# block 1

### Routed clock nets over the placement, block 1

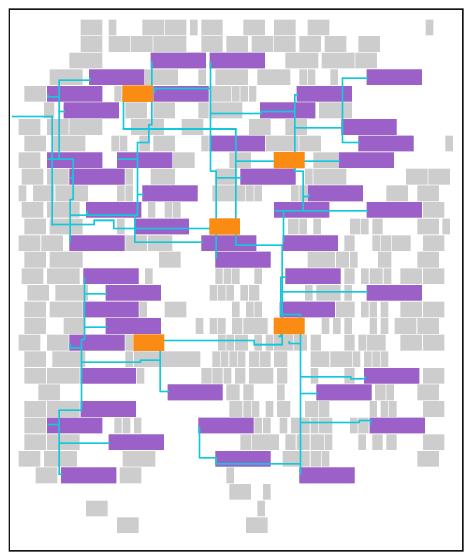
### Placement by cell class, block 1

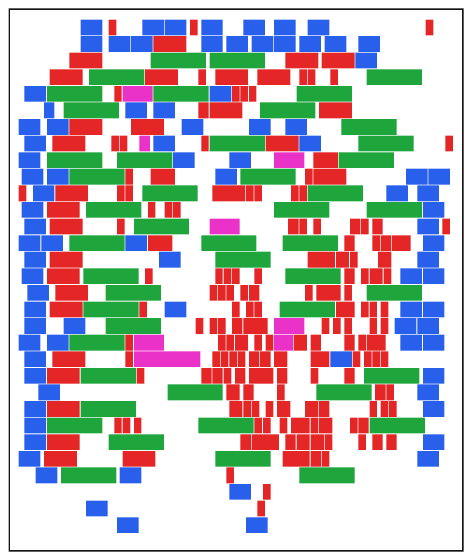
### Sizing map, block 1

The bar under the picture is 20 um long.
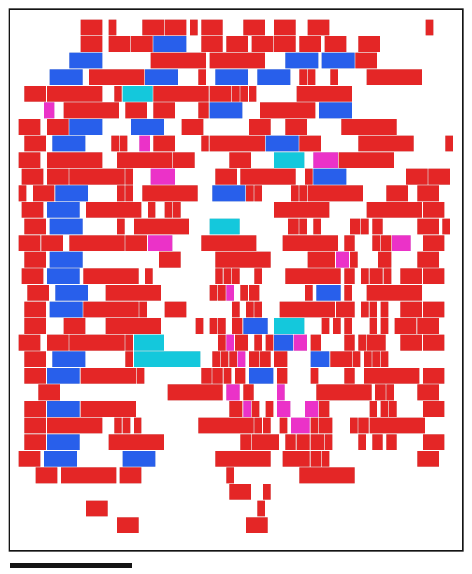
### src/rtl/seq_pkg.sv
// Shared definitions for the instruction sequencer: state encoding,
// instruction-word field positions and special encodings.
package seq_pkg;

    typedef enum logic [2:0] {
        S_IDLE,
        S_FETCH,
        S_DECODE,
        S_EXEC,
        S_WB,
        S_HALT,
        S_ERR
    } state_t;

    localparam int IMM_LSB = 0;
    localparam int IMM_MSB = 8;
    localparam int RT_LSB  = 9;
    localparam int RT_MSB  = 14;
    localparam int OP_LSB  = 15;
    localparam int OP_MSB  = 18;
    localparam int RS_LSB  = 19;
    localparam int RS_MSB  = 24;
    localparam int RD_LSB  = 25;
    localparam int RD_MSB  = 30;
    localparam int SEL_BIT = 31;

    localparam logic [31:0] HALT_WORD = 32'h0000_0000;
    localparam logic [3:0]  NOP_OP    = 4'b0000;

endpackage

### src/rtl/inst_fields.sv
// Combinational field slicer for a 32-bit instruction word.
module inst_fields
    import seq_pkg::*;
(
    input  logic [31:0] word,
    output logic [5:0]  rs,
    output logic [5:0]  rt,
    output logic [5:0]  rd,
    output logic [3:0]  op,
    output logic        sel,
    output logic [15:0] imm
);

    assign rs  = word[RS_MSB:RS_LSB];
    assign rt  = word[RT_MSB:RT_LSB];
    assign rd  = word[RD_MSB:RD_LSB];
    assign op  = word[OP_MSB:OP_LSB];
    assign sel = word[SEL_BIT];
    assign imm = {7'b0, word[IMM_MSB:IMM_LSB]};

endmodule

### src/rtl/inst_sequencer.sv
// Fetch/decode/execute/writeback sequencer: fetches instruction words,
// holds them in IR and presents register-file and ALU controls.
module inst_sequencer
    import seq_pkg::*;
#(
    parameter int PC_W     = 8,
    parameter int MAX_WAIT = 15
) (
    input  logic            clk,
    input  logic            rst_n,
    input  logic            start,
    output logic            imem_req,
    output logic [PC_W-1:0] imem_addr,
    input  logic            imem_ack,
    input  logic [31:0]     imem_data,
    output logic [5:0]      rf_ra1,
    output logic [5:0]      rf_ra2,
    output logic [5:0]      rf_wa,
    output logic            rf_we,
    output logic [3:0]      alu_op,
    output logic            mux_sel,
    output logic [15:0]     imm,
    output logic [PC_W-1:0] pc,
    output logic            busy,
    output logic            halted,
    output logic            error
);

    localparam int WAIT_W = $clog2(MAX_WAIT + 1);

    state_t              state, state_next;
    logic [PC_W-1:0]     pc_q, pc_next;
    logic [31:0]         ir, ir_next;
    logic [WAIT_W-1:0]   wait_cnt, wait_next;

    // Decode outputs are wired straight from IR, so they only move when IR loads.
    inst_fields u_fields (
        .word (ir),
        .rs   (rf_ra1),
        .rt   (rf_ra2),
        .rd   (rf_wa),
        .op   (alu_op),
        .sel  (mux_sel),
        .imm  (imm)
    );

    always_ff @(posedge clk or negedge rst_n) begin
        if (!rst_n) begin
            state    <= S_IDLE;
            pc_q     <= '0;
            ir       <= '0;
            wait_cnt <= '0;
        end else begin
            state    <= state_next;
            pc_q     <= pc_next;
            ir       <= ir_next;
            wait_cnt <= wait_next;
        end
    end

    always_comb begin
        state_next = state;
        pc_next    = pc_q;
        ir_next    = ir;
        wait_next  = wait_cnt;
        imem_req   = 1'b0;
        rf_we      = 1'b0;

        unique case (state)
            S_IDLE, S_HALT, S_ERR: begin
                if (start) begin
                    state_next = S_FETCH;
                    pc_next    = '0;
                    wait_next  = '0;
                end
            end
            S_FETCH: begin
                imem_req = 1'b1;
                if (imem_ack) begin
                    ir_next    = imem_data;
                    pc_next    = pc_q + PC_W'(1);
                    wait_next  = '0;
                    state_next = S_DECODE;
                end else if (wait_cnt == WAIT_W'(MAX_WAIT - 1)) begin
                    state_next = S_ERR;
                end else begin
                    wait_next = wait_cnt + WAIT_W'(1);
                end
            end
            S_DECODE: begin
                state_next = (ir == HALT_WORD) ? S_HALT : S_EXEC;
            end
            S_EXEC: begin
                state_next = S_WB;
            end
            S_WB: begin
                rf_we      = (alu_op != NOP_OP);
                wait_next  = '0;
                state_next = S_FETCH;
            end
            default: begin
                state_next = S_IDLE;
            end
        endcase
    end

    assign imem_addr = pc_q;
    assign pc        = pc_q;
    assign busy      = (state == S_FETCH) || (state == S_DECODE) ||
                       (state == S_EXEC)  || (state == S_WB);
    assign halted    = (state == S_HALT);
    assign error     = (state == S_ERR);

endmodule
### config.mk
export PLATFORM = sky130hd
export DESIGN_NAME = inst_sequencer
export DESIGN_NICKNAME = d
export VERILOG_FILES = /design/src/rtl/seq_pkg.sv /design/src/rtl/inst_fields.sv /design/src/rtl/inst_sequencer.sv
export SDC_FILE = /design/constraint.sdc
export NUM_CORES = 1
export LEC_CHECK = 0
export ABC_AREA = 1
export CORE_ASPECT_RATIO = 1.2
export CORE_MARGIN = 1
export CORE_UTILIZATION = 40
export CTS_CLUSTER_DIAMETER = 120
export CTS_CLUSTER_SIZE = 24
export DETAILED_ROUTE_END_ITERATION = 6
export PLACE_DENSITY = 0.74
export SYNTH_ARGS = -nofsm -noshare
export SYNTH_HDL_FRONTEND = slang
export SYNTH_SLANG_ARGS = --single-unit
### constraint.sdc
create_clock -name clk -period 3.7 [get_ports clk]
set_clock_uncertainty 0.1 [all_clocks]
set_input_delay 0.74 -clock clk [delete_from_list [all_inputs] [get_ports clk]]
set_output_delay 0.74 -clock clk [all_outputs]
set_load 0.005 [all_outputs]
==> flow_summary.yaml <==
# physical design summary
timing:
  finalMaxSlewViolations: 0
  worstMarginPinSlew_ns: 1.02
  slew_headroom: 0.320
  finalSetupTns_ns: 0
  hold_viol: 0
status:
  status: "finished clean"
layout:
  syn_to_final_growth_pct: 38.2
  drive_gt1_frac: 0.174
  flop-count: 47
  largest_class: "sequential cells"
  logic_area_mm2: 0.00111
routing:
  routed.top_layer: "met4"
  drtPass1Iterations: 4
  wirelength_um: 4990
worst_setup_path:
  cp_data_arrival_time_ns: 1.71
  critPathLaunch: "state[1]"
  timing.critical_path.buf_inv: 1
  r2r-start: "state[2]"
floorplanning:
  fp_util: 0.415
synthesis:
  synth_warnings: 0
  ys_sh_adder: 0.0150
  netlist_top_cells_count: "nand2_1, dfrtp_1, mux2_4"
pwr:
  switchingPower_mw: 0.866
About 'Routed clock nets over the placement' of block 1:
Key: clock drivers = orange [count 5]; clock wires = cyan [length 570 um]; flip-flops = purple [count 47]
Position of the flops: widely spread.
clock share of power: 0.145
clk ins delay skew pair: 0.30 ns
clk pwr: 0.376 mW

About 'Placement by cell class' of block 1:
Key: combinational and other logic = red [cells 185, share of their area 35%]; sequential cells = green [cells 47, share of their area 35%]; clock drivers and dummy loads = magenta [cells 8, share of their area 3.4%]; remaining buffers and delay cells = blue [cells 88, share of their area 26%]

About 'Sizing map' of block 1:
Key: _2 cells = magenta [cells 17, share 5.2%, most used inv_2]; _3 and _4 cells = blue [cells 34, share 10%, most used mux2_4]; _6 and larger = cyan [cells 6, share 1.8%, most used clkbuf_8]; _0 and _1 cells = red [cells 271, share 83%, most used clkdlybuf4s50_1]


# block 2

==> src/rtl/shifter_iterativo.sv <==
// Iterative ARMv4 operand-2 shifter: LSL/LSR/ASR/ROR one bit per clock, RRX and
// pass-through in a single cycle, with ARM-exact carry-out for 8-bit shift amounts.
module shifter_iterativo #(
  parameter int N = 32
) (
  input  logic         clk,
  input  logic         rst,
  input  logic         start,
  input  logic [2:0]   mode,
  input  logic [7:0]   amount,
  input  logic [N-1:0] a,
  input  logic         carry_in,
  output logic         busy,
  output logic         done,
  output logic [N-1:0] z,
  output logic         carry_out
);

  typedef enum logic [1:0] {
    S_IDLE,
    S_SHIFT,
    S_DONE
  } state_t;

  typedef enum logic [2:0] {
    OP_LSL = 3'b000,
    OP_LSR = 3'b001,
    OP_ASR = 3'b010,
    OP_ROR = 3'b011,
    OP_RRX = 3'b100
  } op_t;

  localparam logic [7:0] LIN_MAX  = 8'(N + 1);
  localparam logic [7:0] ROT_MASK = 8'(N - 1);

  state_t     state;
  logic [2:0] mode_q;
  logic [7:0] count;
  logic [7:0] k;
  logic [7:0] ror_m1;
  logic       accept;

  assign accept = start && (state != S_SHIFT);

  // Linear shifts saturate at N+1 steps: one step past N flushes the carry to 0 (or sign for ASR).
  always_comb begin
    ror_m1 = amount - 8'd1;
    k      = '0;
    case (mode)
      OP_LSL, OP_LSR, OP_ASR: k = (amount > LIN_MAX) ? LIN_MAX : amount;
      OP_ROR:                 k = (amount == 8'd0) ? 8'd0 : (ror_m1 & ROT_MASK) + 8'd1;
      default:                k = '0;
    endcase
  end

  always_ff @(posedge clk or posedge rst) begin
    if (rst) begin
      state     <= S_IDLE;
      mode_q    <= '0;
      count     <= '0;
      z         <= '0;
      carry_out <= 1'b0;
      busy      <= 1'b0;
      done      <= 1'b0;
    end else if (accept) begin
      mode_q <= mode;
      if (mode == OP_RRX) begin
        z         <= {carry_in, a[N-1:1]};
        carry_out <= a[0];
        count     <= '0;
        state     <= S_DONE;
        busy      <= 1'b0;
        done      <= 1'b1;
      end else begin
        z         <= a;
        carry_out <= carry_in;
        count     <= k;
        if (k == 8'd0) begin
          state <= S_DONE;
          busy  <= 1'b0;
          done  <= 1'b1;
        end else begin
          state <= S_SHIFT;
          busy  <= 1'b1;
          done  <= 1'b0;
        end
      end
    end else begin
      case (state)
        S_SHIFT: begin
          case (mode_q)
            OP_LSL: begin
              carry_out <= z[N-1];
              z         <= {z[N-2:0], 1'b0};
            end
            OP_LSR: begin
              carry_out <= z[0];
              z         <= {1'b0, z[N-1:1]};
            end
            OP_ASR: begin
              carry_out <= z[0];
              z         <= {z[N-1], z[N-1:1]};
            end
            OP_ROR: begin
              carry_out <= z[0];
              z         <= {z[0], z[N-1:1]};
            end
            default: begin
              carry_out <= carry_out;
              z         <= z;
            end
          endcase
          count <= count - 8'd1;
          if (count == 8'd1) begin
            state <= S_DONE;
            busy  <= 1'b0;
            done  <= 1'b1;
          end
        end
        S_DONE: begin
          state <= S_IDLE;
          done  <= 1'b0;
        end
        default: begin
          state <= S_IDLE;
          busy  <= 1'b0;
          done  <= 1'b0;
        end
      endcase
    end
  end

endmodule

==> config.mk <==
export PLATFORM = sky130hd
export DESIGN_NAME = shifter_iterativo
export DESIGN_NICKNAME = d
export VERILOG_FILES = /design/src/rtl/shifter_iterativo.sv
export SDC_FILE = /design/constraint.sdc
export NUM_CORES = 1
export LEC_CHECK = 0
export CAP_MARGIN = 20
export CORE_AREA = 4 4 92 85
export CTS_BUF_LIST = sky130_fd_sc_hd__clkbuf_4
export CTS_CLUSTER_DIAMETER = 150
export DETAILED_ROUTE_END_ITERATION = 10
export DIE_AREA = 0 0 96 89
export PLACE_DENSITY_LB_ADDON = 0.15
export SETUP_SLACK_MARGIN = 0.15
export SYNTH_ARGS = -nofsm -noshare
export SYNTH_HDL_FRONTEND = slang
export SYNTH_SLANG_ARGS = --single-unit
==> constraint.sdc <==
create_clock -name clk -period 2.1 [get_ports clk]
set_input_delay 0.42 -clock clk [delete_from_list [all_inputs] [get_ports clk]]
set_output_delay 0.42 -clock clk [all_outputs]
set_load 0.01 [all_outputs]
### Placement by cell class, block 2

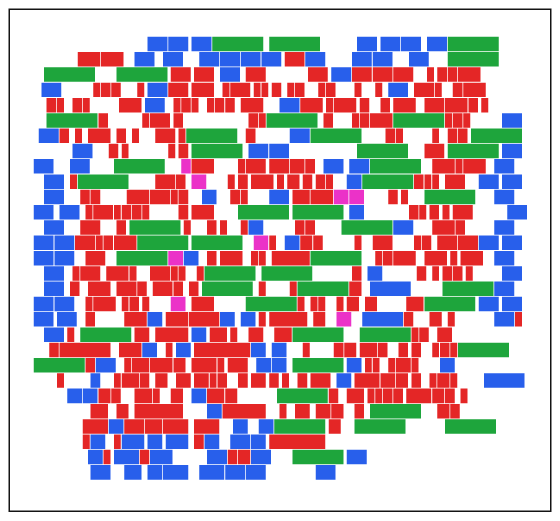
Key: remaining buffers and delay cells = blue [cells 120, share of their area 25%]; clock drivers and dummy loads = magenta [cells 8, share of their area 1.3%]; combinational and other logic = red [cells 322, share of their area 48%]; sequential cells = green [cells 47, share of their area 26%]

### Routed clock nets over the placement, block 2

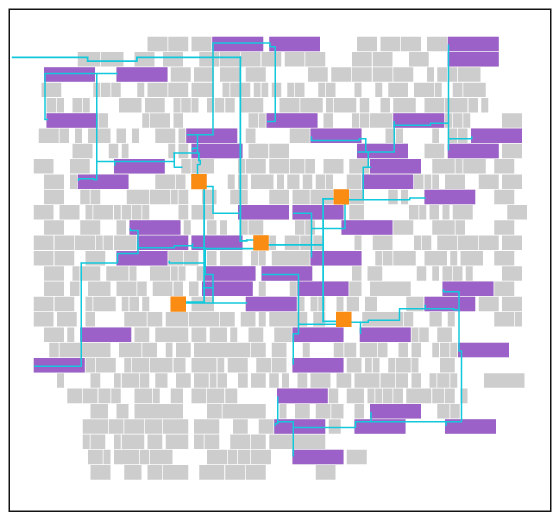
Key: clock drivers = orange [count 5]; clock wires = cyan [length 617 um]; flip-flops = purple [count 47]
Position of the flops: widely spread.

==> flow_summary.yaml <==
# physical design summary
layout:
  non_clock_buffer_area_share: 0.247
  comb_area_share: 0.457
  syn_to_final_growth_pct: 39.3
  drive_gt1_frac: 0.209
  nets: 547
clock_tree:
  cts_hold_buf: 0
  h-tree-depth: 2
  worstSkewPairLatency_ns: 0.37
  path_clk_slew_ns: 0.14
pwr:
  finalPower_mw: 5.45
  pg_comb_mw: 3.29
  combPwrFrac: 0.604
  ir_worst_vdd_mv: 0.570
worst_setup_path:
  cp.depth: 6
  end_kind: "flop"
  required_ns: 2.42
synthesis:
  topCellsByArea: "dfrtp_1, mux2_2, mux2i_1"
  yosys_cells: 395
place:
  place_inst: 577
  port_buffers: 81
timing:
  max_freq_mhz: 486
  rsz0062_at_grt: "true"
status:
  status: "finished clean"
routing:
  routed.top_layer: "met4"
grt:
  grt_max_degree: 65
  grt_use_met2: 0.332
  grt_pass1_wl_um: 14600
floorplanning:
  die_area_mm2: 0.00854

# block 3

### Placement by cell class, block 3

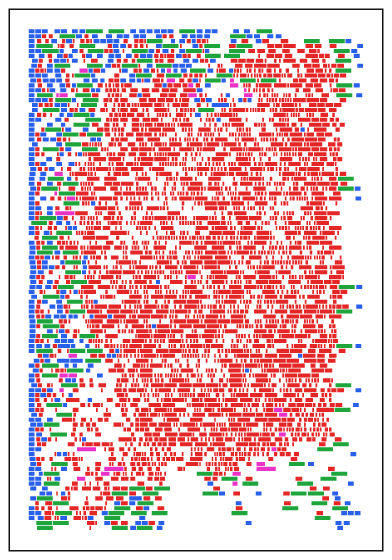
### Clock nets, block 3

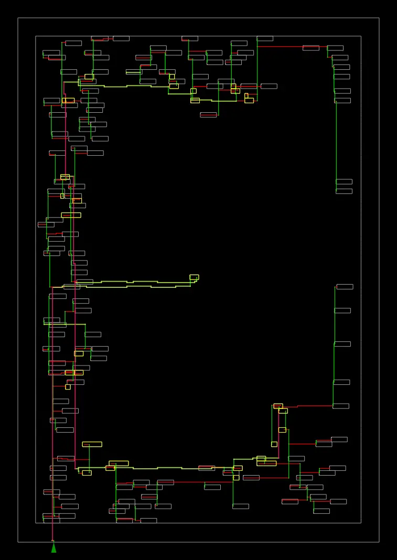
### src/rtl/approx_mul_pkg.sv
// approx_mul_pkg: shared widths, occupancy-state encoding and the operand-pair
// type used by approx_mul_arb and its sub-modules.
//   OP_W       operand width (32)
//   P_W        product width (64)
//   occ_e      pipeline occupancy, encoded as {v1, v2}
//   operand_t  operand pair {a, b}
//   rr_dist    round-robin distance of a requester index from the pointer
package approx_mul_pkg;

    localparam int OP_W = 32;
    localparam int P_W  = 64;

    typedef enum logic [1:0] {
        EMPTY   = 2'b00,
        S2_ONLY = 2'b01,
        S1_ONLY = 2'b10,
        FULL    = 2'b11
    } occ_e;

    typedef struct packed {
        logic [OP_W-1:0] a;
        logic [OP_W-1:0] b;
    } operand_t;

    // Search order starts just after the last winner: ptr+1 has distance 0,
    // ptr itself has distance n-1.
    function automatic int rr_dist(input int idx, input int ptr, input int n);
        return (idx > ptr) ? (idx - ptr - 1) : (idx + n - ptr - 1);
    endfunction

endpackage

### src/rtl/approx_mul_arb_rr_arbiter.sv
// rr_arbiter: combinational round-robin arbiter.
//   req_i  request vector (N)
//   ptr_i  index of the previous winner; search starts at ptr_i+1 and wraps
//   en_i   grant enable; no grant when low
//   gnt_o  one-hot grant (N)
//   idx_o  binary index of the granted requester
module rr_arbiter
    import approx_mul_pkg::*;
#(
    parameter int N    = 4,
    parameter int ID_W = $clog2(N)
) (
    input  logic [N-1:0]    req_i,
    input  logic [ID_W-1:0] ptr_i,
    input  logic            en_i,
    output logic [N-1:0]    gnt_o,
    output logic [ID_W-1:0] idx_o
);

    int best_dist;

    always_comb begin
        gnt_o     = '0;
        idx_o     = '0;
        best_dist = N;
        for (int j = 0; j < N; j++) begin
            if (en_i && req_i[j] && (rr_dist(j, int'(ptr_i), N) < best_dist)) begin
                best_dist = rr_dist(j, int'(ptr_i), N);
                gnt_o     = '0;
                gnt_o[j]  = 1'b1;
                idx_o     = ID_W'(j);
            end
        end
    end

endmodule

### src/rtl/radix4approx.sv
// radix4approx: unsigned 32x32 approximate multiplier.
//   a_i  operand A (32)
//   b_i  operand B (32), consumed as sixteen radix-4 digits
//   p_o  approximate product (64)
// Each radix-4 digit of B selects a partial product of 0, A or 2A. A digit of
// 3 is approximated as 2, removing the 3A adder; the result therefore never
// exceeds the exact product and always fits in 64 bits.
module radix4approx
    import approx_mul_pkg::*;
(
    input  logic [OP_W-1:0] a_i,
    input  logic [OP_W-1:0] b_i,
    output logic [P_W-1:0]  p_o
);

    logic [P_W-1:0] pp;

    always_comb begin
        p_o = '0;
        pp  = '0;
        for (int i = 0; i < OP_W / 2; i++) begin
            case (b_i[2*i +: 2])
                2'd0:    pp = '0;
                2'd1:    pp = P_W'(a_i);
                default: pp = P_W'(a_i) << 1;
            endcase
            p_o = p_o + (pp << (2 * i));
        end
    end

endmodule

### src/rtl/approx_mul_arb.sv
// approx_mul_arb: round-robin arbiter and two-stage sequencer sharing one
// radix4approx multiplier among NREQ requesters.
//   clk, rst_n            clock, async active-low reset
//   req_valid/req_ready   per-requester operand handshake (ready is one-hot)
//   req_a, req_b          packed operands, requester i at [32i+31:32i]
//   rsp_valid/rsp_ready   result handshake
//   rsp_id, rsp_p         owner index and 64-bit approximate product
//   busy                  either stage holds data
// Optional build macro MUL_ERR_MON_EN adds an exact multiplier and outputs
//   rsp_err   exact minus approximate product (64, two's complement)
//   err_cnt   saturating count of accepted responses with nonzero rsp_err
//
// state   | meaning
// EMPTY   | no operands, no result
// S1_ONLY | operands held in S1, no result presented
// S2_ONLY | result presented, S1 free
// FULL    | result presented and next operands waiting in S1
module approx_mul_arb
    import approx_mul_pkg::*;
#(
    parameter int NREQ = 4,
    parameter int ID_W = $clog2(NREQ)
) (
    input  logic                 clk,
    input  logic                 rst_n,
    input  logic [NREQ-1:0]      req_valid,
    output logic [NREQ-1:0]      req_ready,
    input  logic [NREQ*OP_W-1:0] req_a,
    input  logic [NREQ*OP_W-1:0] req_b,
    output logic                 rsp_valid,
    input  logic                 rsp_ready,
    output logic [ID_W-1:0]      rsp_id,
    output logic [P_W-1:0]       rsp_p,
    output logic                 busy
`ifdef MUL_ERR_MON_EN
    ,
    output logic [P_W-1:0]       rsp_err,
    output logic [31:0]          err_cnt
`endif
);

    occ_e            occ_q, occ_d;
    logic [OP_W-1:0] a_q, b_q;
    logic [ID_W-1:0] id_q;
    logic [ID_W-1:0] ptr_q;
    logic [P_W-1:0]  rsp_p_q;
    logic [ID_W-1:0] rsp_id_q;

    logic            v1, v2, v1_d, v2_d;
    logic            adv2, acc1, accept;
    logic [NREQ-1:0] gnt;
    logic [ID_W-1:0] gnt_idx;
    operand_t        sel_op;
    logic [P_W-1:0]  mul_p;

    assign v1 = (occ_q == S1_ONLY) || (occ_q == FULL);
    assign v2 = (occ_q == S2_ONLY) || (occ_q == FULL);

    assign adv2   = v1 & (~v2 | rsp_ready);
    assign acc1   = ~v1 | adv2;
    assign accept = |gnt;

    rr_arbiter #(.N(NREQ), .ID_W(ID_W)) u_arb (
        .req_i (req_valid),
        .ptr_i (ptr_q),
        .en_i  (acc1),
        .gnt_o (gnt),
        .idx_o (gnt_idx)
    );

    // Grant is one-hot, so an OR of the gated slices is the selected pair.
    always_comb begin
        sel_op = '0;
        for (int i = 0; i < NREQ; i++) begin
            if (gnt[i]) begin
                sel_op.a = sel_op.a | req_a[i*OP_W +: OP_W];
                sel_op.b = sel_op.b | req_b[i*OP_W +: OP_W];
            end
        end
    end

    radix4approx u_mul (
        .a_i (a_q),
        .b_i (b_q),
        .p_o (mul_p)
    );

    // A draining result does not clear v2 when S1 refills S2 in the same cycle.
    always_comb begin
        v1_d  = accept ? 1'b1 : (adv2 ? 1'b0 : v1);
        v2_d  = adv2   ? 1'b1 : ((v2 & rsp_ready) ? 1'b0 : v2);
        occ_d = occ_e'({v1_d, v2_d});
    end

    always_ff @(posedge clk or negedge rst_n) begin
        if (!rst_n) begin
            occ_q    <= EMPTY;
            a_q      <= '0;
            b_q      <= '0;
            id_q     <= '0;
            ptr_q    <= ID_W'(NREQ - 1);
            rsp_p_q  <= '0;
            rsp_id_q <= '0;
        end else begin
            occ_q <= occ_d;
            if (accept) begin
                a_q   <= sel_op.a;
                b_q   <= sel_op.b;
                id_q  <= gnt_idx;
                ptr_q <= gnt_idx;
            end
            if (adv2) begin
                rsp_p_q  <= mul_p;
                rsp_id_q <= id_q;
            end
        end
    end

    assign req_ready = gnt;
    assign rsp_valid = v2;
    assign rsp_p     = rsp_p_q;
    assign rsp_id    = rsp_id_q;
    assign busy      = v1 | v2;

`ifdef MUL_ERR_MON_EN
    logic [P_W-1:0] exact_q;
    logic [31:0]    err_cnt_q;

    always_ff @(posedge clk or negedge rst_n) begin
        if (!rst_n) begin
            exact_q   <= '0;
            err_cnt_q <= '0;
        end else begin
            if (adv2) begin
                exact_q <= P_W'(a_q) * P_W'(b_q);
            end
            if (rsp_valid && rsp_ready && (rsp_err != '0) && (err_cnt_q != '1)) begin
                err_cnt_q <= err_cnt_q + 32'd1;
            end
        end
    end

    assign rsp_err = exact_q - rsp_p_q;
    assign err_cnt = err_cnt_q;
`endif

endmodule

### config.mk
export PLATFORM = sky130hd
export DESIGN_NAME = approx_mul_arb
export DESIGN_NICKNAME = d
export VERILOG_FILES = /design/src/rtl/approx_mul_pkg.sv /design/src/rtl/approx_mul_arb_rr_arbiter.sv /design/src/rtl/radix4approx.sv /design/src/rtl/approx_mul_arb.sv
export SDC_FILE = /design/constraint.sdc
export NUM_CORES = 2
export LEC_CHECK = 0
export CAP_MARGIN = 25
export CORE_ASPECT_RATIO = 1.5
export CORE_MARGIN = 10
export CORE_UTILIZATION = 55
export CTS_BUF_LIST = sky130_fd_sc_hd__clkbuf_2 sky130_fd_sc_hd__clkbuf_4 sky130_fd_sc_hd__clkbuf_8
export DETAILED_ROUTE_END_ITERATION = 7
export GPL_TIMING_DRIVEN = 1
export HOLD_SLACK_MARGIN = 0.15
export PLACE_DENSITY = 0.81
export SYNTH_ARGS = -nofsm -noshare
export SYNTH_HDL_FRONTEND = slang
export SYNTH_HIERARCHICAL = 1
export SYNTH_SLANG_ARGS = --single-unit
### constraint.sdc
create_clock -name clk -period 14.76 [get_ports clk]
set_clock_uncertainty 0.05 [all_clocks]
set_input_delay 4.428 -clock clk [delete_from_list [all_inputs] [get_ports clk]]
set_output_delay 4.428 -clock clk [all_outputs]
set_load 0.05 [all_outputs]
==> flow_summary.yaml <==
# physical design summary
worst_setup_path:
  slowest_stage: "nor3_2"
  end_kind: "output pin"
  reg2reg_slack_ns: 6.19
  cp.depth: 23
  cp_data_arrival_time_ns: 9.68
  r2r-start: "b_q[3]"
timing:
  max_freq_mhz: 70.6
  fin_hold_ws_ns: 0.440
  post-route-min-period_ns: 14.16
  finalClockPeriodUsage: 0.959
  rsz0062_at_grt: "false"
clock_tree:
  cts_resized: 0
  cts_max_path_buffers: 2
grt:
  grt_use_met2: 0.557
  grt.overflow.total: 0
routing:
  wirelength_um: 103000
  vias_per_cell: 6.13
  wl_met2_um: 50200
  drc: 0
synthesis:
  largest_area_cell: "fa_1"
  logic_family: "adder cells"
  synth.distinct_cells: 74
floorplanning:
  die_x_um: 206
  placementRows: 102
flow_run:
  warnings: 32
status:
  status: "finished clean"
place:
  placed_area_mm2: 0.0320
About 'Placement by cell class' of block 3:
Key: combinational and other logic = red [cells 3200, share of their area 75%]; clock drivers and dummy loads = magenta [cells 32, share of their area 1.4%]; remaining buffers and delay cells = blue [cells 405, share of their area 12%]; sequential cells = green [cells 136, share of their area 11%]

About 'Clock nets' of block 3:
clk ins delay skew pair: 0.54 ns
CTS sink count: 136


# block 4

<file path="config.mk">
export PLATFORM = sky130hd
export DESIGN_NAME = seq_controller
export DESIGN_NICKNAME = d
export VERILOG_FILES = /design/src/rtl/seq_controller.sv
export SDC_FILE = /design/constraint.sdc
export NUM_CORES = 1
export LEC_CHECK = 0
export CAP_MARGIN = 20
export CORE_MARGIN = 1.5
export CORE_UTILIZATION = 42
export DETAILED_ROUTE_END_ITERATION = 10
export PLACE_DENSITY = 0.84
export SYNTH_ARGS = -nofsm -noshare
export SYNTH_HDL_FRONTEND = slang
export SYNTH_SLANG_ARGS = --single-unit
export TNS_END_PERCENT = 1
</file>
<file path="constraint.sdc">
create_clock -name clk -period 2.8 [get_ports clk]
set_clock_uncertainty 0.1 [all_clocks]
set_input_delay 0.42 -clock clk [delete_from_list [all_inputs] [get_ports clk]]
set_output_delay 0.42 -clock clk [all_outputs]
set_load 0.01 [all_outputs]
</file>
<file path="src/rtl/seq_controller.sv">
// seq_controller: fetches one instruction over req/ack, decodes it into registered
// datapath controls, issues them under valid/ready, halts stickily and counts retirements.
module seq_controller #(
  parameter int N     = 32,
  parameter int REG_W = 2,
  parameter int CNT_W = 32
) (
  input  logic             clk,
  input  logic             rst,
  output logic             imem_req,
  input  logic             imem_ack,
  input  logic [N-1:0]     instr,
  output logic             ctl_valid,
  input  logic             ctl_ready,
  output logic [REG_W-1:0] r1,
  output logic [REG_W-1:0] r2,
  output logic [REG_W-1:0] w1,
  output logic [N-1:0]     imm,
  output logic             imm_flag,
  output logic [N-1:0]     mask,
  output logic             mem_read,
  output logic             mem_write,
  output logic             pc_read,
  output logic             is_jz,
  output logic             is_jg,
  output logic             is_halted,
  output logic [CNT_W-1:0] retired
);

  localparam int IMM_W = N - 6 - 3 * REG_W;

  localparam logic [5:0] OP_NOP    = 6'h00;
  localparam logic [5:0] OP_ADD    = 6'h01;
  localparam logic [5:0] OP_ADDI   = 6'h02;
  localparam logic [5:0] OP_LOADW  = 6'h03;
  localparam logic [5:0] OP_LOADB  = 6'h04;
  localparam logic [5:0] OP_STOREW = 6'h05;
  localparam logic [5:0] OP_STOREB = 6'h06;
  localparam logic [5:0] OP_MOVPC  = 6'h07;
  localparam logic [5:0] OP_JZ     = 6'h08;
  localparam logic [5:0] OP_JG     = 6'h09;

  localparam logic [N-1:0] MASK_BYTE = {{(N-8){1'b0}}, 8'hFF};

  typedef enum logic [1:0] {
    S_FETCH  = 2'd0,
    S_DECODE = 2'd1,
    S_ISSUE  = 2'd2,
    S_HALT   = 2'd3
  } state_t;

  typedef struct packed {
    logic [REG_W-1:0] r1;
    logic [REG_W-1:0] r2;
    logic [REG_W-1:0] w1;
    logic [N-1:0]     imm;
    logic             imm_flag;
    logic [N-1:0]     mask;
    logic             mem_read;
    logic             mem_write;
    logic             pc_read;
    logic             is_jz;
    logic             is_jg;
  } ctl_t;

  state_t           state_r, state_s;
  logic [N-1:0]     instr_r;
  logic [5:0]       opcode_s;
  ctl_t             dec_s, ctl_s, ctl_r;
  logic             dec_halt_s;
  logic             imem_req_s, imem_req_r;
  logic             ctl_valid_s, ctl_valid_r;
  logic             is_halted_s, is_halted_r;
  logic [CNT_W-1:0] retired_s, retired_r;

  // Decode the captured instruction word; HALT and every unlisted opcode halt.
  always_comb begin
    dec_s      = '0;
    dec_halt_s = 1'b0;
    opcode_s   = instr_r[N-1 -: 6];
    dec_s.w1   = instr_r[N-7 -: REG_W];
    dec_s.r1   = instr_r[N-7-REG_W -: REG_W];
    dec_s.r2   = instr_r[N-7-2*REG_W -: REG_W];
    dec_s.imm  = {{(N-IMM_W){instr_r[IMM_W-1]}}, instr_r[IMM_W-1:0]};
    case (opcode_s)
      OP_NOP:    dec_s.mask = '0;
      OP_ADD:    dec_s.mask = '1;
      OP_ADDI:   begin dec_s.imm_flag = 1'b1; dec_s.mask = '1; end
      OP_LOADW:  begin dec_s.mem_read = 1'b1; dec_s.imm_flag = 1'b1; dec_s.mask = '1; end
      OP_LOADB:  begin dec_s.mem_read = 1'b1; dec_s.imm_flag = 1'b1; dec_s.mask = MASK_BYTE; end
      OP_STOREW: begin dec_s.mem_write = 1'b1; dec_s.imm_flag = 1'b1; dec_s.mask = '1; end
      OP_STOREB: begin dec_s.mem_write = 1'b1; dec_s.imm_flag = 1'b1; dec_s.mask = MASK_BYTE; end
      OP_MOVPC:  begin dec_s.pc_read = 1'b1; dec_s.mask = '1; end
      OP_JZ:     begin dec_s.is_jz = 1'b1; dec_s.imm_flag = 1'b1; end
      OP_JG:     begin dec_s.is_jg = 1'b1; dec_s.imm_flag = 1'b1; end
      default:   dec_halt_s = 1'b1;
    endcase
  end

  // Next-state and next-output logic; outputs are derived from the next state so they register cleanly.
  always_comb begin
    state_s   = state_r;
    ctl_s     = ctl_r;
    retired_s = retired_r;
    case (state_r)
      S_FETCH: begin
        if (imem_ack) state_s = S_DECODE;
        else          state_s = S_FETCH;
      end
      S_DECODE: begin
        if (dec_halt_s) begin
          state_s = S_HALT;
          ctl_s   = '0;
        end else begin
          state_s = S_ISSUE;
          ctl_s   = dec_s;
        end
      end
      S_ISSUE: begin
        if (ctl_ready) begin
          state_s   = S_FETCH;
          ctl_s     = '0;
          retired_s = retired_r + {{(CNT_W-1){1'b0}}, 1'b1};
        end else begin
          state_s = S_ISSUE;
        end
      end
      S_HALT: begin
        state_s = S_HALT;
        ctl_s   = '0;
      end
      default: begin
        state_s = S_FETCH;
        ctl_s   = '0;
      end
    endcase
    imem_req_s  = (state_s == S_FETCH);
    ctl_valid_s = (state_s == S_ISSUE);
    is_halted_s = (state_s == S_HALT);
  end

  // State, captured instruction and output registers.
  always_ff @(posedge clk) begin
    if (rst) begin
      state_r     <= S_FETCH;
      instr_r     <= '0;
      ctl_r       <= '0;
      imem_req_r  <= 1'b1;
      ctl_valid_r <= 1'b0;
      is_halted_r <= 1'b0;
      retired_r   <= '0;
    end else begin
      state_r     <= state_s;
      if (state_r == S_FETCH && imem_ack) instr_r <= instr;
      else                                instr_r <= instr_r;
      ctl_r       <= ctl_s;
      imem_req_r  <= imem_req_s;
      ctl_valid_r <= ctl_valid_s;
      is_halted_r <= is_halted_s;
      retired_r   <= retired_s;
    end
  end

  assign imem_req  = imem_req_r;
  assign ctl_valid = ctl_valid_r;
  assign is_halted = is_halted_r;
  assign retired   = retired_r;
  assign r1        = ctl_r.r1;
  assign r2        = ctl_r.r2;
  assign w1        = ctl_r.w1;
  assign imm       = ctl_r.imm;
  assign imm_flag  = ctl_r.imm_flag;
  assign mask      = ctl_r.mask;
  assign mem_read  = ctl_r.mem_read;
  assign mem_write = ctl_r.mem_write;
  assign pc_read   = ctl_r.pc_read;
  assign is_jz     = ctl_r.is_jz;
  assign is_jg     = ctl_r.is_jg;

endmodule
</file>
==> flow_summary.yaml <==
# physical design summary
status:
  status: "finished clean"
floorplanning:
  fp_util: 0.428
layout:
  mostFrequentLayoutCell: "clkdlybuf4s50_1"
  final_cells: 755
  non_clock_buffer_area_share: 0.263
  nMultiInputCombCells: 337
synthesis:
  yosysMostFrequentCell: "dfxtp_1"
  top_area_frac: 0.470
  synth-xor-area-share: 0.0180
  fp_nets: 557
  yosys_area_mm2: 0.00438
  synth_warnings: 0
  ys_sh_adder: 0.00285
grt:
  grt_max_degree: 41
  antenna_found_initial: 0
  grt.overflow.total: 0
clock_tree:
  postCtsSetupBuffers: 0
worst_setup_path:
  rr_worst_depth: 5
  end_kind: "flop"
  rr_endpoint: "retired[16]"
  crit_chain: "ha_1 > nand2_1 > or4_4 > or4_2 > a21oi_1"
place:
  dp_hpwl_um: 7320
routing:
  wl_per_cell_um: 13.7
  drtPass1Iterations: 5
flow_run:
  drv_cap: 0
### Sequential cells colored by netlist name, block 4

The bar under the picture is 20 um long. Other sequential cells in the stronger gray, the rest of the logic in the fainter gray.
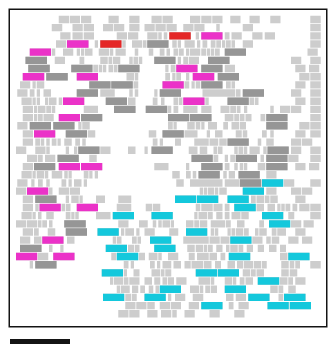
Key: r2 = red [placed flops 2]; imm = magenta [placed flops 20]; retired = cyan [placed flops 32]
Another 49 sequential cells are not colored.
Seq. cell area: 0.00206 mm^2
Seq area share: 0.352
sequential cell power: 1.55 mW
Final Util: 0.573

### Routed clock nets over the placement, block 4

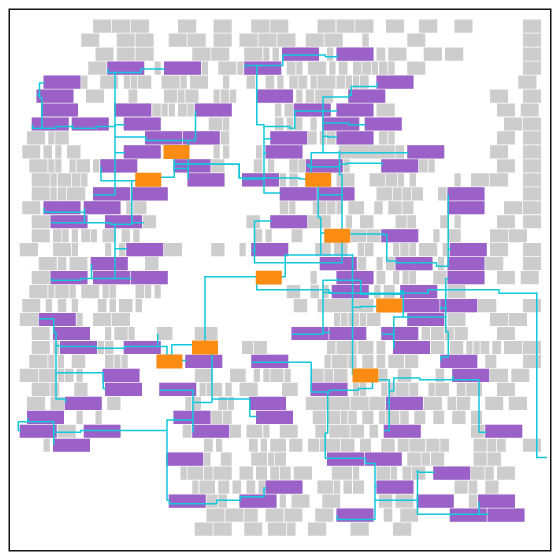
Key: flip-flops = purple [count 103]; clock wires = cyan [length 1110 um]; clock drivers = orange [count 9]
Position of the flops: widely spread.
clk pwr: 0.987 mW
clk ins delay skew pair: 0.36 ns
clock share of power: 0.345


# block 5

### Clock nets, block 5

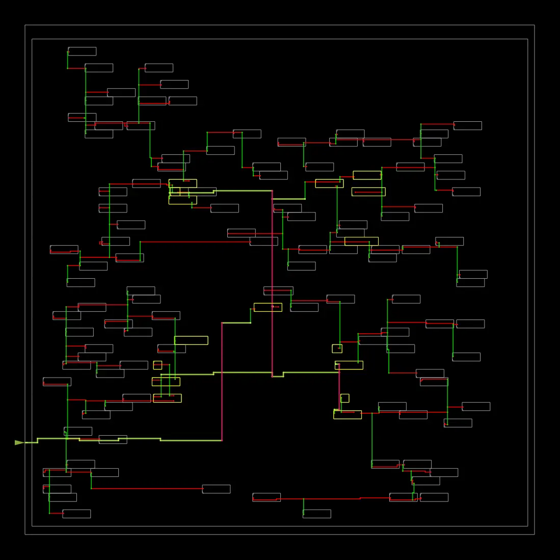
### Placement by cell class, block 5

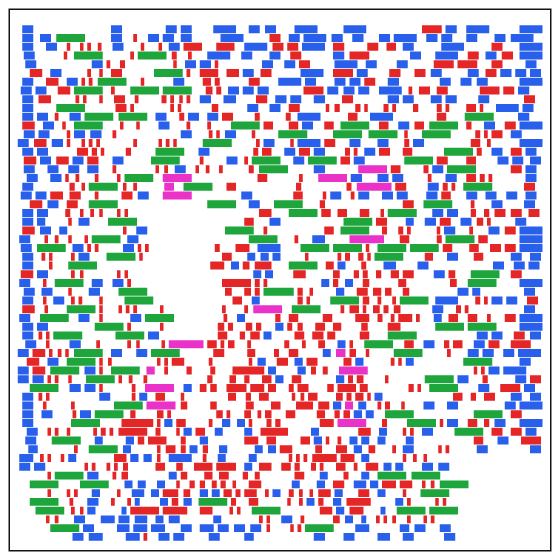
### Sizing map, block 5

The bar under the picture is 50 um long.
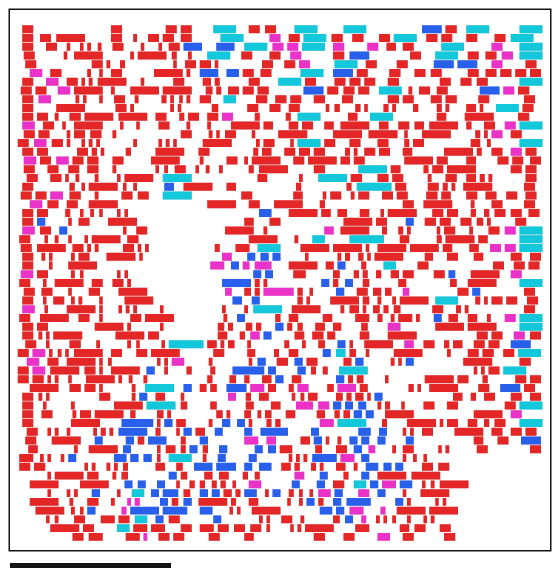
### config.mk
export PLATFORM = sky130hd
export DESIGN_NAME = mmio_bridge_n_flat
export DESIGN_NICKNAME = d
export VERILOG_FILES = /design/src/rtl/mmio_pkg.sv /design/src/rtl/mmio_bridge_n_if.sv /design/src/rtl/mmio_addr_decode.sv /design/src/rtl/mmio_bridge_n.sv /design/src/flat_wrapper.sv
export SDC_FILE = /design/constraint.sdc
export NUM_CORES = 1
export LEC_CHECK = 0
export ABC_CLOCK_PERIOD_IN_PS = 6300
export CAP_MARGIN = 10
export CELL_PAD_IN_SITES_DETAIL_PLACEMENT = 1
export CELL_PAD_IN_SITES_GLOBAL_PLACEMENT = 1
export CORE_MARGIN = 2
export CORE_UTILIZATION = 26
export DETAILED_ROUTE_END_ITERATION = 10
export HOLD_SLACK_MARGIN = 0.15
export PLACE_DENSITY_LB_ADDON = 0.1
export SYNTH_ARGS = -nofsm -noshare
export SYNTH_HDL_FRONTEND = slang
export SYNTH_SLANG_ARGS = --single-unit
export TNS_END_PERCENT = 100
### constraint.sdc
create_clock -name clk -period 6.3 [get_ports clk]
set_input_delay 1.26 -clock clk [delete_from_list [all_inputs] [get_ports clk]]
set_output_delay 1.26 -clock clk [all_outputs]
set_load 0.05 [all_outputs]
### src/rtl/mmio_pkg.sv
// Shared encodings for the M-stage MMIO bridge: access sizes, FSM states, decode regions
// and the byte-lane helpers used for DM stores.
package mmio_pkg;

    localparam logic [1:0] SZ_BYTE = 2'd0;
    localparam logic [1:0] SZ_HALF = 2'd1;
    localparam logic [1:0] SZ_WORD = 2'd2;

    typedef enum logic [1:0] {
        IDLE,
        WAIT,
        DONE
    } state_t;

    typedef enum logic [1:0] {
        DM,
        TMR,
        INT,
        NONE
    } region_t;

    typedef struct packed {
        logic [31:0] addr;
        logic [31:0] wd;
    } pr_req_t;

    function automatic logic [3:0] lane_be(input logic [1:0] size, input logic [1:0] lo);
        logic [3:0] be;
        be = 4'b0000;
        case (size)
            SZ_WORD: be = 4'b1111;
            SZ_HALF: be = lo[1] ? 4'b1100 : 4'b0011;
            SZ_BYTE: be = 4'b0001 << lo;
            default: be = 4'b0000;
        endcase
        return be;
    endfunction

    function automatic logic [31:0] lane_wd(input logic [1:0] size, input logic [31:0] wd);
        logic [31:0] d;
        d = wd;
        case (size)
            SZ_HALF: d = {2{wd[15:0]}};
            SZ_BYTE: d = {4{wd[7:0]}};
            default: d = wd;
        endcase
        return d;
    endfunction

endpackage

### src/rtl/mmio_bridge_n_if.sv
// CPU / DM / peripheral signal bundle of the MMIO bridge.
// slave is the bridge side, master is the CPU+memory+devices side.
interface mmio_bridge_n_if #(
    parameter int N_TIMER = 2
);
    logic                         cpu_req;
    logic                         cpu_we;
    logic [1:0]                   cpu_size;
    logic [31:0]                  cpu_addr;
    logic [31:0]                  cpu_wd;
    logic [31:0]                  cpu_rd;
    logic                         cpu_stall;
    logic                         cpu_err;
    logic [3:0]                   dm_byteen;
    logic [31:0]                  dm_wd;
    logic [31:0]                  dm_rd;
    logic [N_TIMER:0]             pr_sel;
    logic                         pr_we;
    logic [31:0]                  pr_addr;
    logic [31:0]                  pr_wd;
    logic [32*(N_TIMER+1)-1:0]    pr_rd;
    logic [N_TIMER:0]             pr_ack;

    modport slave (
        input  cpu_req, cpu_we, cpu_size, cpu_addr, cpu_wd, dm_rd, pr_rd, pr_ack,
        output cpu_rd, cpu_stall, cpu_err, dm_byteen, dm_wd, pr_sel, pr_we, pr_addr, pr_wd
    );

    modport master (
        output cpu_req, cpu_we, cpu_size, cpu_addr, cpu_wd, dm_rd, pr_rd, pr_ack,
        input  cpu_rd, cpu_stall, cpu_err, dm_byteen, dm_wd, pr_sel, pr_we, pr_addr, pr_wd
    );
endinterface

### src/rtl/mmio_addr_decode.sv
// Purpose: classify a CPU byte address into DM / timer k / interrupt generator / unmapped.
// Latency: purely combinational.
// Backpressure: none; no state.
module mmio_addr_decode
    import mmio_pkg::*;
#(
    parameter int          N_TIMER      = 2,
    parameter logic [31:0] DM_TOP       = 32'h2fff,
    parameter logic [31:0] TIMER_BASE   = 32'h7f00,
    parameter logic [31:0] TIMER_STRIDE = 32'h10,
    parameter int          TIMER_SPAN   = 12,
    parameter logic [31:0] INT_BASE     = 32'h7f20,
    parameter int          CH_W         = $clog2(N_TIMER + 1)
) (
    input  logic [31:0]     addr,
    input  logic [1:0]      size,
    output region_t         region,
    output logic [CH_W-1:0] ch,
    output logic            misalign,
    output logic            bad_size
);

    always_comb begin
        region = NONE;
        ch     = '0;
        if (addr <= DM_TOP) begin
            region = DM;
        end else begin
            // Unsigned offset compare: addresses below a base wrap to huge values.
            for (int k = 0; k < N_TIMER; k++) begin
                if ((addr - (TIMER_BASE + TIMER_STRIDE * 32'(k))) < 32'(TIMER_SPAN)) begin
                    region = TMR;
                    ch     = CH_W'(k);
                end
            end
            if (region == NONE && (addr - INT_BASE) < 32'd4) begin
                region = INT;
                ch     = CH_W'(N_TIMER);
            end
        end
    end

    assign misalign = (size == SZ_WORD && addr[1:0] != 2'b00) ||
                      (size == SZ_HALF && addr[0]);

    assign bad_size = (size == 2'd3) ||
                      ((region == TMR || region == INT) && size != SZ_WORD);

endmodule

### src/rtl/mmio_bridge_n.sv
// Purpose: M-stage bridge steering CPU loads/stores to DM, N timers and the interrupt generator.
// Latency: DM and bus errors 0 cycles; peripherals 1 + ack delay + 1 cycles.
// Backpressure: cpu_stall held while a peripheral is pending; aborts with error after TIMEOUT.
module mmio_bridge_n
    import mmio_pkg::*;
#(
    parameter int          N_TIMER      = 2,
    parameter logic [31:0] DM_TOP       = 32'h2fff,
    parameter logic [31:0] TIMER_BASE   = 32'h7f00,
    parameter logic [31:0] TIMER_STRIDE = 32'h10,
    parameter int          TIMER_SPAN   = 12,
    parameter logic [31:0] INT_BASE     = 32'h7f20,
    parameter int          TIMEOUT      = 15
) (
    input logic            clk,
    input logic            reset,
    mmio_bridge_n_if.slave bus
);

    localparam int                CH_W     = $clog2(N_TIMER + 1);
    localparam int                CNT_W    = $clog2(TIMEOUT + 1);
    localparam logic [CNT_W-1:0]  CNT_LAST = CNT_W'(TIMEOUT - 1);

    state_t            state_q, state_d;
    pr_req_t           req_q, req_d;
    logic [N_TIMER:0]  sel_q, sel_d;
    logic              we_q, we_d;
    logic [CH_W-1:0]   ch_q, ch_d;
    logic [CNT_W-1:0]  cnt_q, cnt_d;
    logic [31:0]       rdata_q, rdata_d;
    logic              err_q, err_d;

    region_t           dec_region;
    logic [CH_W-1:0]   dec_ch;
    logic              dec_mis;
    logic              dec_bad;
    logic              acc_err;
    logic              req_ok;
    logic              ack_hit;
    logic [31:0]       ch_rd;

    logic [31:0]       cpu_rd;
    logic              cpu_stall;
    logic              cpu_err;
    logic [3:0]        dm_byteen;

    mmio_addr_decode #(
        .N_TIMER      (N_TIMER),
        .DM_TOP       (DM_TOP),
        .TIMER_BASE   (TIMER_BASE),
        .TIMER_STRIDE (TIMER_STRIDE),
        .TIMER_SPAN   (TIMER_SPAN),
        .INT_BASE     (INT_BASE),
        .CH_W         (CH_W)
    ) u_decode (
        .addr     (bus.cpu_addr),
        .size     (bus.cpu_size),
        .region   (dec_region),
        .ch       (dec_ch),
        .misalign (dec_mis),
        .bad_size (dec_bad)
    );

    // Gating with reset keeps stall/err/enables low while reset is held, even with cpu_req up.
    assign req_ok  = bus.cpu_req & ~reset;
    assign acc_err = dec_mis | dec_bad | (dec_region == NONE);
    assign ack_hit = bus.pr_ack[ch_q];
    assign ch_rd   = bus.pr_rd[32*ch_q +: 32];

    always_ff @(posedge clk or posedge reset) begin
        if (reset) begin
            state_q <= IDLE;
        end else begin
            state_q <= state_d;
        end
    end

    always_comb begin
        state_d   = state_q;
        req_d     = req_q;
        sel_d     = sel_q;
        we_d      = we_q;
        ch_d      = ch_q;
        cnt_d     = cnt_q;
        rdata_d   = rdata_q;
        err_d     = err_q;
        cpu_rd    = '0;
        cpu_stall = 1'b0;
        cpu_err   = 1'b0;
        dm_byteen = '0;

        case (state_q)
            IDLE: begin
                if (req_ok) begin
                    if (acc_err) begin
                        cpu_err = 1'b1;
                    end else if (dec_region == DM) begin
                        cpu_rd = bus.dm_rd;
                        if (bus.cpu_we) begin
                            dm_byteen = lane_be(bus.cpu_size, bus.cpu_addr[1:0]);
                        end
                    end else begin
                        cpu_stall     = 1'b1;
                        req_d         = '{addr: bus.cpu_addr, wd: bus.cpu_wd};
                        sel_d         = '0;
                        sel_d[dec_ch] = 1'b1;
                        we_d          = bus.cpu_we;
                        ch_d          = dec_ch;
                        cnt_d         = '0;
                        err_d         = 1'b0;
                        state_d       = WAIT;
                    end
                end
            end
            WAIT: begin
                cpu_stall = 1'b1;
                if (ack_hit) begin
                    // Ack beats a timeout landing in the same cycle.
                    rdata_d = ch_rd;
                    sel_d   = '0;
                    we_d    = 1'b0;
                    state_d = DONE;
                end else begin
                    if (cnt_q != '1) begin
                        cnt_d = cnt_q + 1'b1;
                    end
                    if (cnt_q == CNT_LAST) begin
                        err_d   = 1'b1;
                        rdata_d = '0;
                        sel_d   = '0;
                        we_d    = 1'b0;
                        state_d = DONE;
                    end
                end
            end
            DONE: begin
                // The stalled instruction retires here; a held cpu_req belongs to it.
                cpu_rd  = rdata_q;
                cpu_err = err_q;
                state_d = IDLE;
            end
            default: begin
                state_d = IDLE;
            end
        endcase
    end

    always_ff @(posedge clk or posedge reset) begin
        if (reset) begin
            req_q   <= '0;
            sel_q   <= '0;
            we_q    <= 1'b0;
            ch_q    <= '0;
            cnt_q   <= '0;
            rdata_q <= '0;
            err_q   <= 1'b0;
        end else begin
            req_q   <= req_d;
            sel_q   <= sel_d;
            we_q    <= we_d;
            ch_q    <= ch_d;
            cnt_q   <= cnt_d;
            rdata_q <= rdata_d;
            err_q   <= err_d;
        end
    end

    assign bus.cpu_rd    = cpu_rd;
    assign bus.cpu_stall = cpu_stall;
    assign bus.cpu_err   = cpu_err;
    assign bus.dm_byteen = dm_byteen;
    assign bus.dm_wd     = lane_wd(bus.cpu_size, bus.cpu_wd);
    assign bus.pr_sel    = sel_q;
    assign bus.pr_we     = we_q;
    assign bus.pr_addr   = req_q.addr;
    assign bus.pr_wd     = req_q.wd;

endmodule

### src/flat_wrapper.sv
// flat-port wrapper written by rule: the top's interface ports become plain ports
module mmio_bridge_n_flat import mmio_pkg::*;
#(
    parameter int          N_TIMER      = 2,
    parameter logic [31:0] DM_TOP       = 32'h2fff,
    parameter logic [31:0] TIMER_BASE   = 32'h7f00,
    parameter logic [31:0] TIMER_STRIDE = 32'h10,
    parameter int          TIMER_SPAN   = 12,
    parameter logic [31:0] INT_BASE     = 32'h7f20,
    parameter int          TIMEOUT      = 15
)
  (clk, reset, bus_cpu_req, bus_cpu_we, bus_cpu_size, bus_cpu_addr, bus_cpu_wd, bus_dm_rd, bus_pr_rd, bus_pr_ack, bus_cpu_rd, bus_cpu_stall, bus_cpu_err, bus_dm_byteen, bus_dm_wd, bus_pr_sel, bus_pr_we, bus_pr_addr, bus_pr_wd);
  mmio_bridge_n_if #(.N_TIMER(N_TIMER)) bus_i ();
  input logic clk;
  input logic reset;
  input wire logic [$bits(bus_i.cpu_req)-1:0] bus_cpu_req;
  input wire logic [$bits(bus_i.cpu_we)-1:0] bus_cpu_we;
  input wire logic [$bits(bus_i.cpu_size)-1:0] bus_cpu_size;
  input wire logic [$bits(bus_i.cpu_addr)-1:0] bus_cpu_addr;
  input wire logic [$bits(bus_i.cpu_wd)-1:0] bus_cpu_wd;
  input wire logic [$bits(bus_i.dm_rd)-1:0] bus_dm_rd;
  input wire logic [$bits(bus_i.pr_rd)-1:0] bus_pr_rd;
  input wire logic [$bits(bus_i.pr_ack)-1:0] bus_pr_ack;
  output wire logic [$bits(bus_i.cpu_rd)-1:0] bus_cpu_rd;
  output wire logic [$bits(bus_i.cpu_stall)-1:0] bus_cpu_stall;
  output wire logic [$bits(bus_i.cpu_err)-1:0] bus_cpu_err;
  output wire logic [$bits(bus_i.dm_byteen)-1:0] bus_dm_byteen;
  output wire logic [$bits(bus_i.dm_wd)-1:0] bus_dm_wd;
  output wire logic [$bits(bus_i.pr_sel)-1:0] bus_pr_sel;
  output wire logic [$bits(bus_i.pr_we)-1:0] bus_pr_we;
  output wire logic [$bits(bus_i.pr_addr)-1:0] bus_pr_addr;
  output wire logic [$bits(bus_i.pr_wd)-1:0] bus_pr_wd;
  assign bus_i.cpu_req = bus_cpu_req;
  assign bus_i.cpu_we = bus_cpu_we;
  assign bus_i.cpu_size = bus_cpu_size;
  assign bus_i.cpu_addr = bus_cpu_addr;
  assign bus_i.cpu_wd = bus_cpu_wd;
  assign bus_i.dm_rd = bus_dm_rd;
  assign bus_i.pr_rd = bus_pr_rd;
  assign bus_i.pr_ack = bus_pr_ack;
  assign bus_cpu_rd = bus_i.cpu_rd;
  assign bus_cpu_stall = bus_i.cpu_stall;
  assign bus_cpu_err = bus_i.cpu_err;
  assign bus_dm_byteen = bus_i.dm_byteen;
  assign bus_dm_wd = bus_i.dm_wd;
  assign bus_pr_sel = bus_i.pr_sel;
  assign bus_pr_we = bus_i.pr_we;
  assign bus_pr_addr = bus_i.pr_addr;
  assign bus_pr_wd = bus_i.pr_wd;
  mmio_bridge_n #(.N_TIMER(N_TIMER), .DM_TOP(DM_TOP), .TIMER_BASE(TIMER_BASE), .TIMER_STRIDE(TIMER_STRIDE), .TIMER_SPAN(TIMER_SPAN), .INT_BASE(INT_BASE), .TIMEOUT(TIMEOUT)) u_core (.clk(clk), .reset(reset), .bus(bus_i));
endmodule
==> flow_summary.yaml <==
# physical design summary
worst_setup_path:
  cp_data_arrival_time_ns: 4.86
  required_ns: 5.04
  slowest_stage: "or4_4"
  cp.depth: 17
grt:
  grt_pass1_vias: 8234
  grt_use_met3: 0.0569
  grt.overflow.total: 0
synthesis:
  synth-xor-area-share: 0.0126
  yosys_cells: 840
  topCellsByArea: "dfrtp_1, nand2_1, a22o_1"
flow_run:
  drv_cap: 0
floorplanning:
  nWellTaps: 335
  io_pins: 339
  die-height_um: 168
  fp_util: 0.266
layout:
  antenna_cells: 1
  layout_top_cells: "clkdlybuf4s50_1, nand2_1, dfrtp_1, buf_4, o21ai_0"
  mostFrequentLayoutCell: "clkdlybuf4s50_1"
status:
  status: "finished clean"
routing:
  met1Wirelength_um: 14100
clock_tree:
  cts_made_buffers: 9
  cts.sinks: 109
place:
  port_buffers: 338
timing:
  setup_viol: 0
  worstMarginPinSlew_ns: 0.813
  finalSetupTns_ns: 0
pwr:
  switching_share: 0.275
About 'Clock nets' of block 5:
final setup skew: 0.00811 ns
# clk buffers: 9

About 'Placement by cell class' of block 5:
Key: combinational and other logic = red [cells 653, share of their area 36%]; remaining buffers and delay cells = blue [cells 439, share of their area 38%]; clock drivers and dummy loads = magenta [cells 16, share of their area 2.9%]; sequential cells = green [cells 109, share of their area 23%]
Seq area share: 0.220
Final Util: 0.473
core footprint: 0.0262 mm^2

About 'Sizing map' of block 5:
Key: _6 and larger = cyan [cells 60, share 4.9%, most used buf_12]; _0 and _1 cells = red [cells 948, share 78%, most used clkdlybuf4s50_1]; _2 cells = magenta [cells 74, share 6.1%, most used a22o_2]; _3 and _4 cells = blue [cells 135, share 11%, most used buf_4]
final worst slack: 0.175 ns
Area Overhead vs Synth: 77.6%
Non-Clock Buffer Count: 439



## Gallery

Sequential cells colored by netlist name.
shot_01.png
The bar under the picture is 20 um long. Other cells in gray.
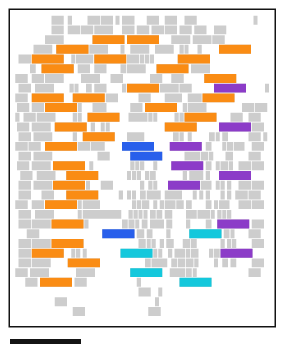
shot_02.png
The bar under the picture is 50 um long. Other sequential cells in the stronger gray, the rest of the logic in the fainter gray.
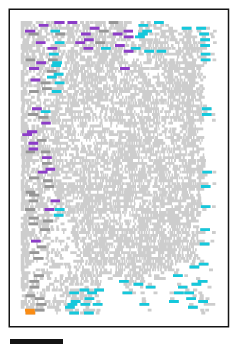
shot_03.png
The bar under the picture is 20 um long. Other sequential cells in the stronger gray, the rest of the logic in the fainter gray.
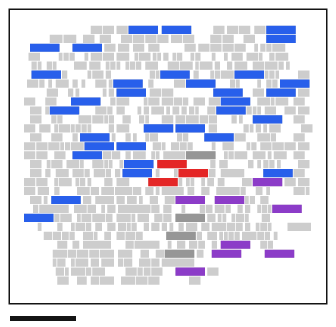
shot_04.png
The bar under the picture is 50 um long. Other sequential cells in the stronger gray, the rest of the logic in the fainter gray.
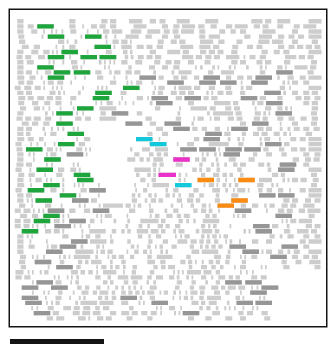
The one with the largest die is shot_02.png.
The one with the smallest die is shot_01.png.
- shot_01.png = block 1
- shot_03.png = block 2
- shot_02.png = block 3
- shot_04.png = block 5

Power figures rest on the tool's default switching activity, not on a simulated workload.
